# ---- demux_rr_sched ----
<file path="config.mk">
export PLATFORM = sky130hd
export DESIGN_NAME = demux_rr_sched
export DESIGN_NICKNAME = d
export VERILOG_FILES = /design/src/rtl/demux_rr_sched.sv
export SDC_FILE = /design/constraint.sdc
export NUM_CORES = 1
export LEC_CHECK = 0
export ABC_AREA = 0
export CAP_MARGIN = 0
export CORE_UTILIZATION = 30
export CTS_CLUSTER_DIAMETER = 50
export DETAILED_ROUTE_END_ITERATION = 12
export SYNTH_ARGS = -nofsm -noshare
export SYNTH_HDL_FRONTEND = slang
export SYNTH_SLANG_ARGS = --single-unit
</file>
<file path="constraint.sdc">
create_clock -name clk -period 4.35 [get_ports clk]
set_input_delay 1.0875 -clock clk [delete_from_list [all_inputs] [get_ports clk]]
set_output_delay 1.0875 -clock clk [all_outputs]
set_load 0.02 [all_outputs]
</file>
<file path="src/rtl/demux_rr_sched.sv">
// rtl/demux_rr_sched.sv - round-robin burst scheduler driving a 1-to-16 demux select/enable
module demux_rr_sched #(
  parameter int BURST_W = 4
) (
  input  logic               clk,
  input  logic               rst_n,
  input  logic [15:0]        req,
  input  logic [BURST_W-1:0] burst_len,
  output logic [3:0]         sel,
  output logic               demux_en,
  output logic [15:0]        grant,
  output logic               busy,
  output logic               grant_end
);

  typedef enum logic [1:0] {IDLE, GRANT, GAP} state_t;

  state_t             state, state_nxt;
  logic [3:0]         ptr, ptr_nxt;
  logic [3:0]         sel_nxt;
  logic [BURST_W-1:0] cnt, cnt_nxt;
  logic               en_nxt, gend_nxt;
  logic [15:0]        grant_nxt;
  logic [3:0]         winner, scan_idx;
  logic               found;

  // Rotating priority search starting at ptr, wrapping 15 -> 0.
  always_comb begin
    winner   = '0;
    found    = 1'b0;
    scan_idx = '0;
    for (int i = 0; i < 16; i++) begin
      scan_idx = ptr + 4'(i);
      if (!found && req[scan_idx]) begin
        winner = scan_idx;
        found  = 1'b1;
      end
    end
  end

  always_comb begin
    state_nxt = state;
    sel_nxt   = sel;
    ptr_nxt   = ptr;
    cnt_nxt   = cnt;
    en_nxt    = demux_en;
    grant_nxt = grant;
    gend_nxt  = 1'b0;
    case (state)
      IDLE, GAP: begin
        en_nxt    = 1'b0;
        grant_nxt = '0;
        state_nxt = IDLE;
        if (found) begin
          state_nxt = GRANT;
          sel_nxt   = winner;
          grant_nxt = 16'd1 << winner;
          en_nxt    = 1'b1;
          cnt_nxt   = (burst_len == '0) ? BURST_W'(1) : burst_len;
          ptr_nxt   = winner + 4'd1;
        end
      end
      GRANT: begin
        cnt_nxt = cnt - BURST_W'(1);
        if (cnt == BURST_W'(1) || !req[sel]) begin
          state_nxt = GAP;
          en_nxt    = 1'b0;
          grant_nxt = '0;
          gend_nxt  = 1'b1;
        end
      end
      default: begin
        state_nxt = IDLE;
        en_nxt    = 1'b0;
        grant_nxt = '0;
      end
    endcase
  end

  always_ff @(posedge clk or negedge rst_n) begin
    if (!rst_n) begin
      state     <= IDLE;
      sel       <= '0;
      ptr       <= '0;
      cnt       <= '0;
      demux_en  <= 1'b0;
      grant     <= '0;
      grant_end <= 1'b0;
    end else begin
      state     <= state_nxt;
      sel       <= sel_nxt;
      ptr       <= ptr_nxt;
      cnt       <= cnt_nxt;
      demux_en  <= en_nxt;
      grant     <= grant_nxt;
      grant_end <= gend_nxt;
    end
  end

  assign busy = (state != IDLE);

endmodule

</file>
demux_rr_sched/m2.png
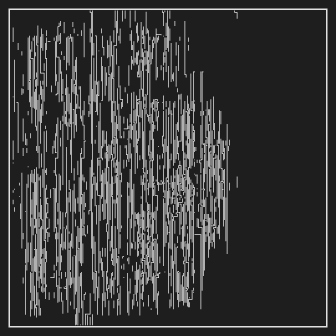
longest straight run	47.9 µm
main direction	vertical
GR Util met2: 36.0%
Final Routed Wirelength: 14000 µm
Vias: 4222

==> metal layers <==
layer,wire [µm],global-route usage (%),up-vias
li1,-,-,1950
met1,5930,28.3,2071
met2,6930,36.0,176
met3,844,2.37,25
met4,278,5.49,0
met5,0,0,-
==> critical path: cells and delay by family <==
family / cells / cell delay (ns)
and+or+nand+nor: 4 / 1.08
muxes: 3 / 0.91
buffers and inverters: 4 / 0.60
AOI/OAI and AO/OA: 3 / 0.52
adders and majority gates: 1 / 0.16
==> timing repair <==
action,4_1_cts,5_1_grt
endpoints found under the setup margin,21,21
pin swaps,5,8
gates resized,20,41
buffers inserted,5,4
==> out/qor.yml <==
top_area_share_pct: 19.6
slowest_stage: "or4_4"
worstSetupStartpoint: "req[9]"
ys_ff: 31
die_w_um: 117
worstMarginPinSlew_ns: 0.708
drt_iter0_drc: 374
crit_path_end_kind: "flip-flop"
run_status: "complete, no violations"
cap_violations: 0
syn_area_mm2: 0.00396
nNetsFinal: 617
drt_pass1_iterations: 5
timing.slew.headroom_pct: 52.5
hold_class: "flip-flop to flip-flop"
place_inst: 737
hold_slack_ns: 0.486
core_mm2: 0.0127

# ---- ckegen_bank ----
==> config.mk <==
export PLATFORM = sky130hd
export DESIGN_NAME = ckegen_bank
export DESIGN_NICKNAME = d
export VERILOG_FILES = /design/src/rtl/ckegen_bank.sv
export SDC_FILE = /design/constraint.sdc
export NUM_CORES = 1
export LEC_CHECK = 0
export ABC_AREA = 1
export CAP_MARGIN = 20
export CORE_ASPECT_RATIO = 0.5
export CORE_MARGIN = 5
export CORE_UTILIZATION = 50
export CTS_BUF_LIST = sky130_fd_sc_hd__clkbuf_8
export CTS_CLUSTER_DIAMETER = 50
export DETAILED_ROUTE_END_ITERATION = 8
export GPL_TIMING_DRIVEN = 0
export PLACE_DENSITY_LB_ADDON = 0.3
export SKIP_LAST_GASP = 1
export SYNTH_ARGS = -nofsm -noshare
export SYNTH_HDL_FRONTEND = slang
export SYNTH_SLANG_ARGS = --single-unit
==> constraint.sdc <==
create_clock -name clk -period 3.9 [get_ports clk]
set_input_delay 0.585 -clock clk [delete_from_list [all_inputs] [get_ports clk]]
set_output_delay 0.585 -clock clk [all_outputs]
set_load 0.02 [all_outputs]
==> src/rtl/ckegen_bank.sv <==
// ---------------------------------------------------------------------------
// ckegen_bank
//
// Multi-channel clock-enable generator. Each of N channels produces a
// one-cycle enable pulse every P[i] cycles of clk. The period of every
// channel can be changed at run time. A global gate (ena) freezes all
// counters, and a global resync (sync) restarts all counters in the same
// cycle.
//
// Optional feature, selected by the macro CKEGEN_BANK_PHASE_EN:
//   When defined, the block has a per-channel phase register and a cfg_phase
//   port. cfg_we writes the phase together with the period. On sync, a
//   counter loads its phase if the phase is less than its period, and 0
//   otherwise. When not defined, sync loads 0 into every counter.
//
// Ports
//   clk        : system clock. All state changes on its rising edge.
//   rst_       : asynchronous reset, active low.
//   ena        : global gate. While low, counters hold and no pulses are made.
//   sync       : restarts every channel counter.
//   cfg_we     : single-cycle period write strobe.
//   cfg_ch     : target channel for cfg_we.
//   cfg_period : new period for the target channel. 0 disables the channel.
//   cfg_phase  : phase offset for the target channel (phase build only).
//   cfg_err    : registered. 1-cycle pulse when cfg_we targets cfg_ch >= N.
//   cke        : registered. One enable pulse bit per channel.
// ---------------------------------------------------------------------------
module ckegen_bank #(
  parameter int          N         = 4,
  parameter int          W         = 32,
  parameter int unsigned DEFAULT_T = 50000000,
  localparam int         CH_W      = (N > 1) ? $clog2(N) : 1
) (
  input  logic            clk,
  input  logic            rst_,
  input  logic            ena,
  input  logic            sync,
  input  logic            cfg_we,
  input  logic [CH_W-1:0] cfg_ch,
  input  logic [W-1:0]    cfg_period,
`ifdef CKEGEN_BANK_PHASE_EN
  input  logic [W-1:0]    cfg_phase,
`endif
  output logic            cfg_err,
  output logic [N-1:0]    cke
);

  // A write is accepted only for an existing channel. The compare is done
  // at 32 bits so it stays meaningful when N is a power of two and every
  // cfg_ch code is in range.
  logic cfg_hit;
  logic cfg_bad;
  assign cfg_hit = cfg_we && (32'(cfg_ch) <  32'(N));
  assign cfg_bad = cfg_we && (32'(cfg_ch) >= 32'(N));

  logic [N-1:0] cke_d;

  for (genvar i = 0; i < N; i++) begin : g_ch
    logic [W-1:0] period_q;
    logic [W-1:0] cnt_q;
    logic [W-1:0] cnt_d;
    logic [W-1:0] restart;
    logic         wr;
    logic         pulse;

    assign wr = cfg_hit && (32'(cfg_ch) == 32'(i));

    // NOTE: the period registers are reset even though they form a register
    // array, because each channel must come up running at DEFAULT_T.
    always_ff @(posedge clk or negedge rst_) begin
      if (!rst_) begin
        period_q <= W'(DEFAULT_T);
      end else if (wr) begin
        period_q <= cfg_period;
      end
    end

`ifdef CKEGEN_BANK_PHASE_EN
    logic [W-1:0] phase_q;
    logic [W-1:0] phase_eff;
    logic [W-1:0] period_eff;

    always_ff @(posedge clk or negedge rst_) begin
      if (!rst_) begin
        phase_q <= '0;
      end else if (wr) begin
        phase_q <= cfg_phase;
      end
    end

    // A sync in the same cycle as a write restarts from the phase/period
    // pair being written, so the phase is clamped against its own period.
    assign phase_eff  = wr ? cfg_phase  : phase_q;
    assign period_eff = wr ? cfg_period : period_q;
    assign restart    = (phase_eff < period_eff) ? phase_eff : '0;
`else
    assign restart = '0;
`endif

    // NOTE: every output of this block gets a default first, so no path
    // leaves a value unassigned and no latch is inferred.
    always_comb begin
      cnt_d = cnt_q;
      pulse = 1'b0;
      if (sync) begin
        cnt_d = restart;
      end else if (ena) begin
        if (period_q == '0) begin
          cnt_d = '0;
        end else if (cnt_q >= period_q - W'(1)) begin
          // '>=' lets a counter beyond a freshly shrunk period wrap at once.
          cnt_d = '0;
          pulse = 1'b1;
        end else begin
          cnt_d = cnt_q + W'(1);
        end
      end
    end

    // NOTE: sequential state is written with non-blocking assignments so
    // every register samples the pre-edge values of the others.
    always_ff @(posedge clk or negedge rst_) begin
      if (!rst_) begin
        cnt_q <= '0;
      end else begin
        cnt_q <= cnt_d;
      end
    end

    assign cke_d[i] = pulse;
  end

  always_ff @(posedge clk or negedge rst_) begin
    if (!rst_) begin
      cke     <= '0;
      cfg_err <= 1'b0;
    end else begin
      cke     <= cke_d;
      cfg_err <= cfg_bad;
    end
  end

endmodule

ckegen_bank/congestion_map.png
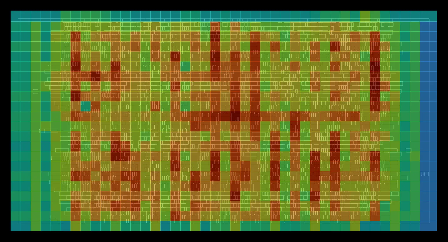
GRT Total Usage: 24.4%
M3 GR Usage: 3.52%
met1 Usage GRT: 35.9%

==> out/qor.yml <==
vdd_drop_max_uv: 185
critical-path-max-stage-delay_ns: 0.49
drc: 0
crit_path_end_kind: "flip-flop"
worstRegToRegCells: 18
drt_iter0_drc: 1400
xor_share_pct: 7.40
adder_share_pct: 8.65
run_status: "complete, no violations"
top_usage_layer: "met2"
mostFrequentLayoutCells: "934 x nand2_1, 459 x nor2_1, 270 x inv_1"
worstSetupStartpoint: "g_ch[1].period_q[0]$_DFFE_PN0P_"
routabilityCongestion: 0.908
setup_viol: 0
syn_nets: 3141
crit_path_frequent_cell: "nand2_1"
placement.cell_area_mm2: 0.0214
dieArea_mm2: 0.0449
antenna_found_initial: 1
wl_met2_um: 23500
cp.required_ns: 4.42
ctsHoldBuffers: 1
clk_pin_slew_ns: 0.07
yosysMostFrequentCell: "nand2_1"
slowest_stage: "a21oi_1"
worstMarginPinSlew_ns: 1.09
grt_pass1_wl_um: 90600
grtUsageMet2_pct: 37.1
crit_chain: "inv_1 > ha_1 > nand2_1 > nor2_4 > nand4_2 > nor2_4 > nand2_1 > xnor2_1 > inv_1 > ha_1 > nand2_1 > nor2_1 > nand2_1 > inv_1 > a21oi_1 > buf_2 > nand3_1 > nand2_1"
h-tree-depth: 2
ys_chip_area_mm2: 0.0202
-- power by group --
group	leakage, µW	switching [µW]	internal [µW]
registers	0.00334	336	2990
logic	0.00642	1030	618
clock network	0.000506	1200	1390
-- layout make-up --
cell class	count	area (µm²)
Fill cell	3878	17900
Inverter	268	1010
Clock inverter	26	196
Clock buffer	51	702
Sequential cell	260	6570
Antenna cell	1	2.50
Multi-Input combinational cell	2359	12300
Tap cell	540	676
Buffer	75	387
Timing Repair Buffer	45	490
-- state kept, by name (all words and copies together), names as in the netlist --
signal / flops
g_ch.cnt_q: 128
g_ch.period_q: 128
cke: 4


## Gallery

Local utilization.
Plate I
Scale bar: 100 µm. The die is cut into 29 by 15 equal tiles; black is low, pale yellow is high, 0 to 100% covered.
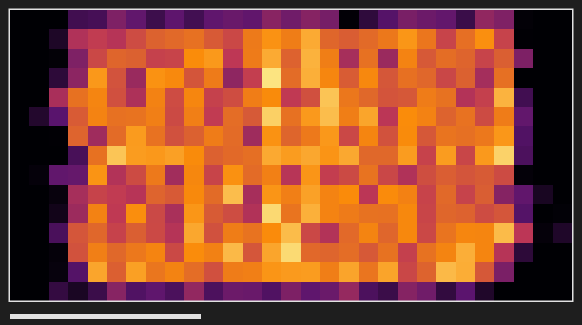
Plate II
Scale bar: 20 µm. The die is cut into 12 by 12 equal tiles; black is low, pale yellow is high, 0 to 100% covered.
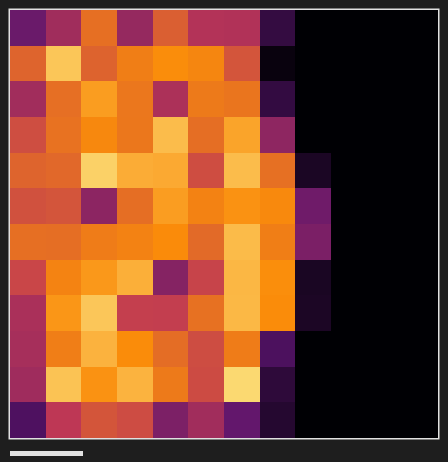
Of these, largest die: Plate I
Of these, highest utilization: Plate I
For ckegen_bank, see Plate I.
For demux_rr_sched, see Plate II.

Power figures rest on the tool's default switching activity, not on a simulated workload.
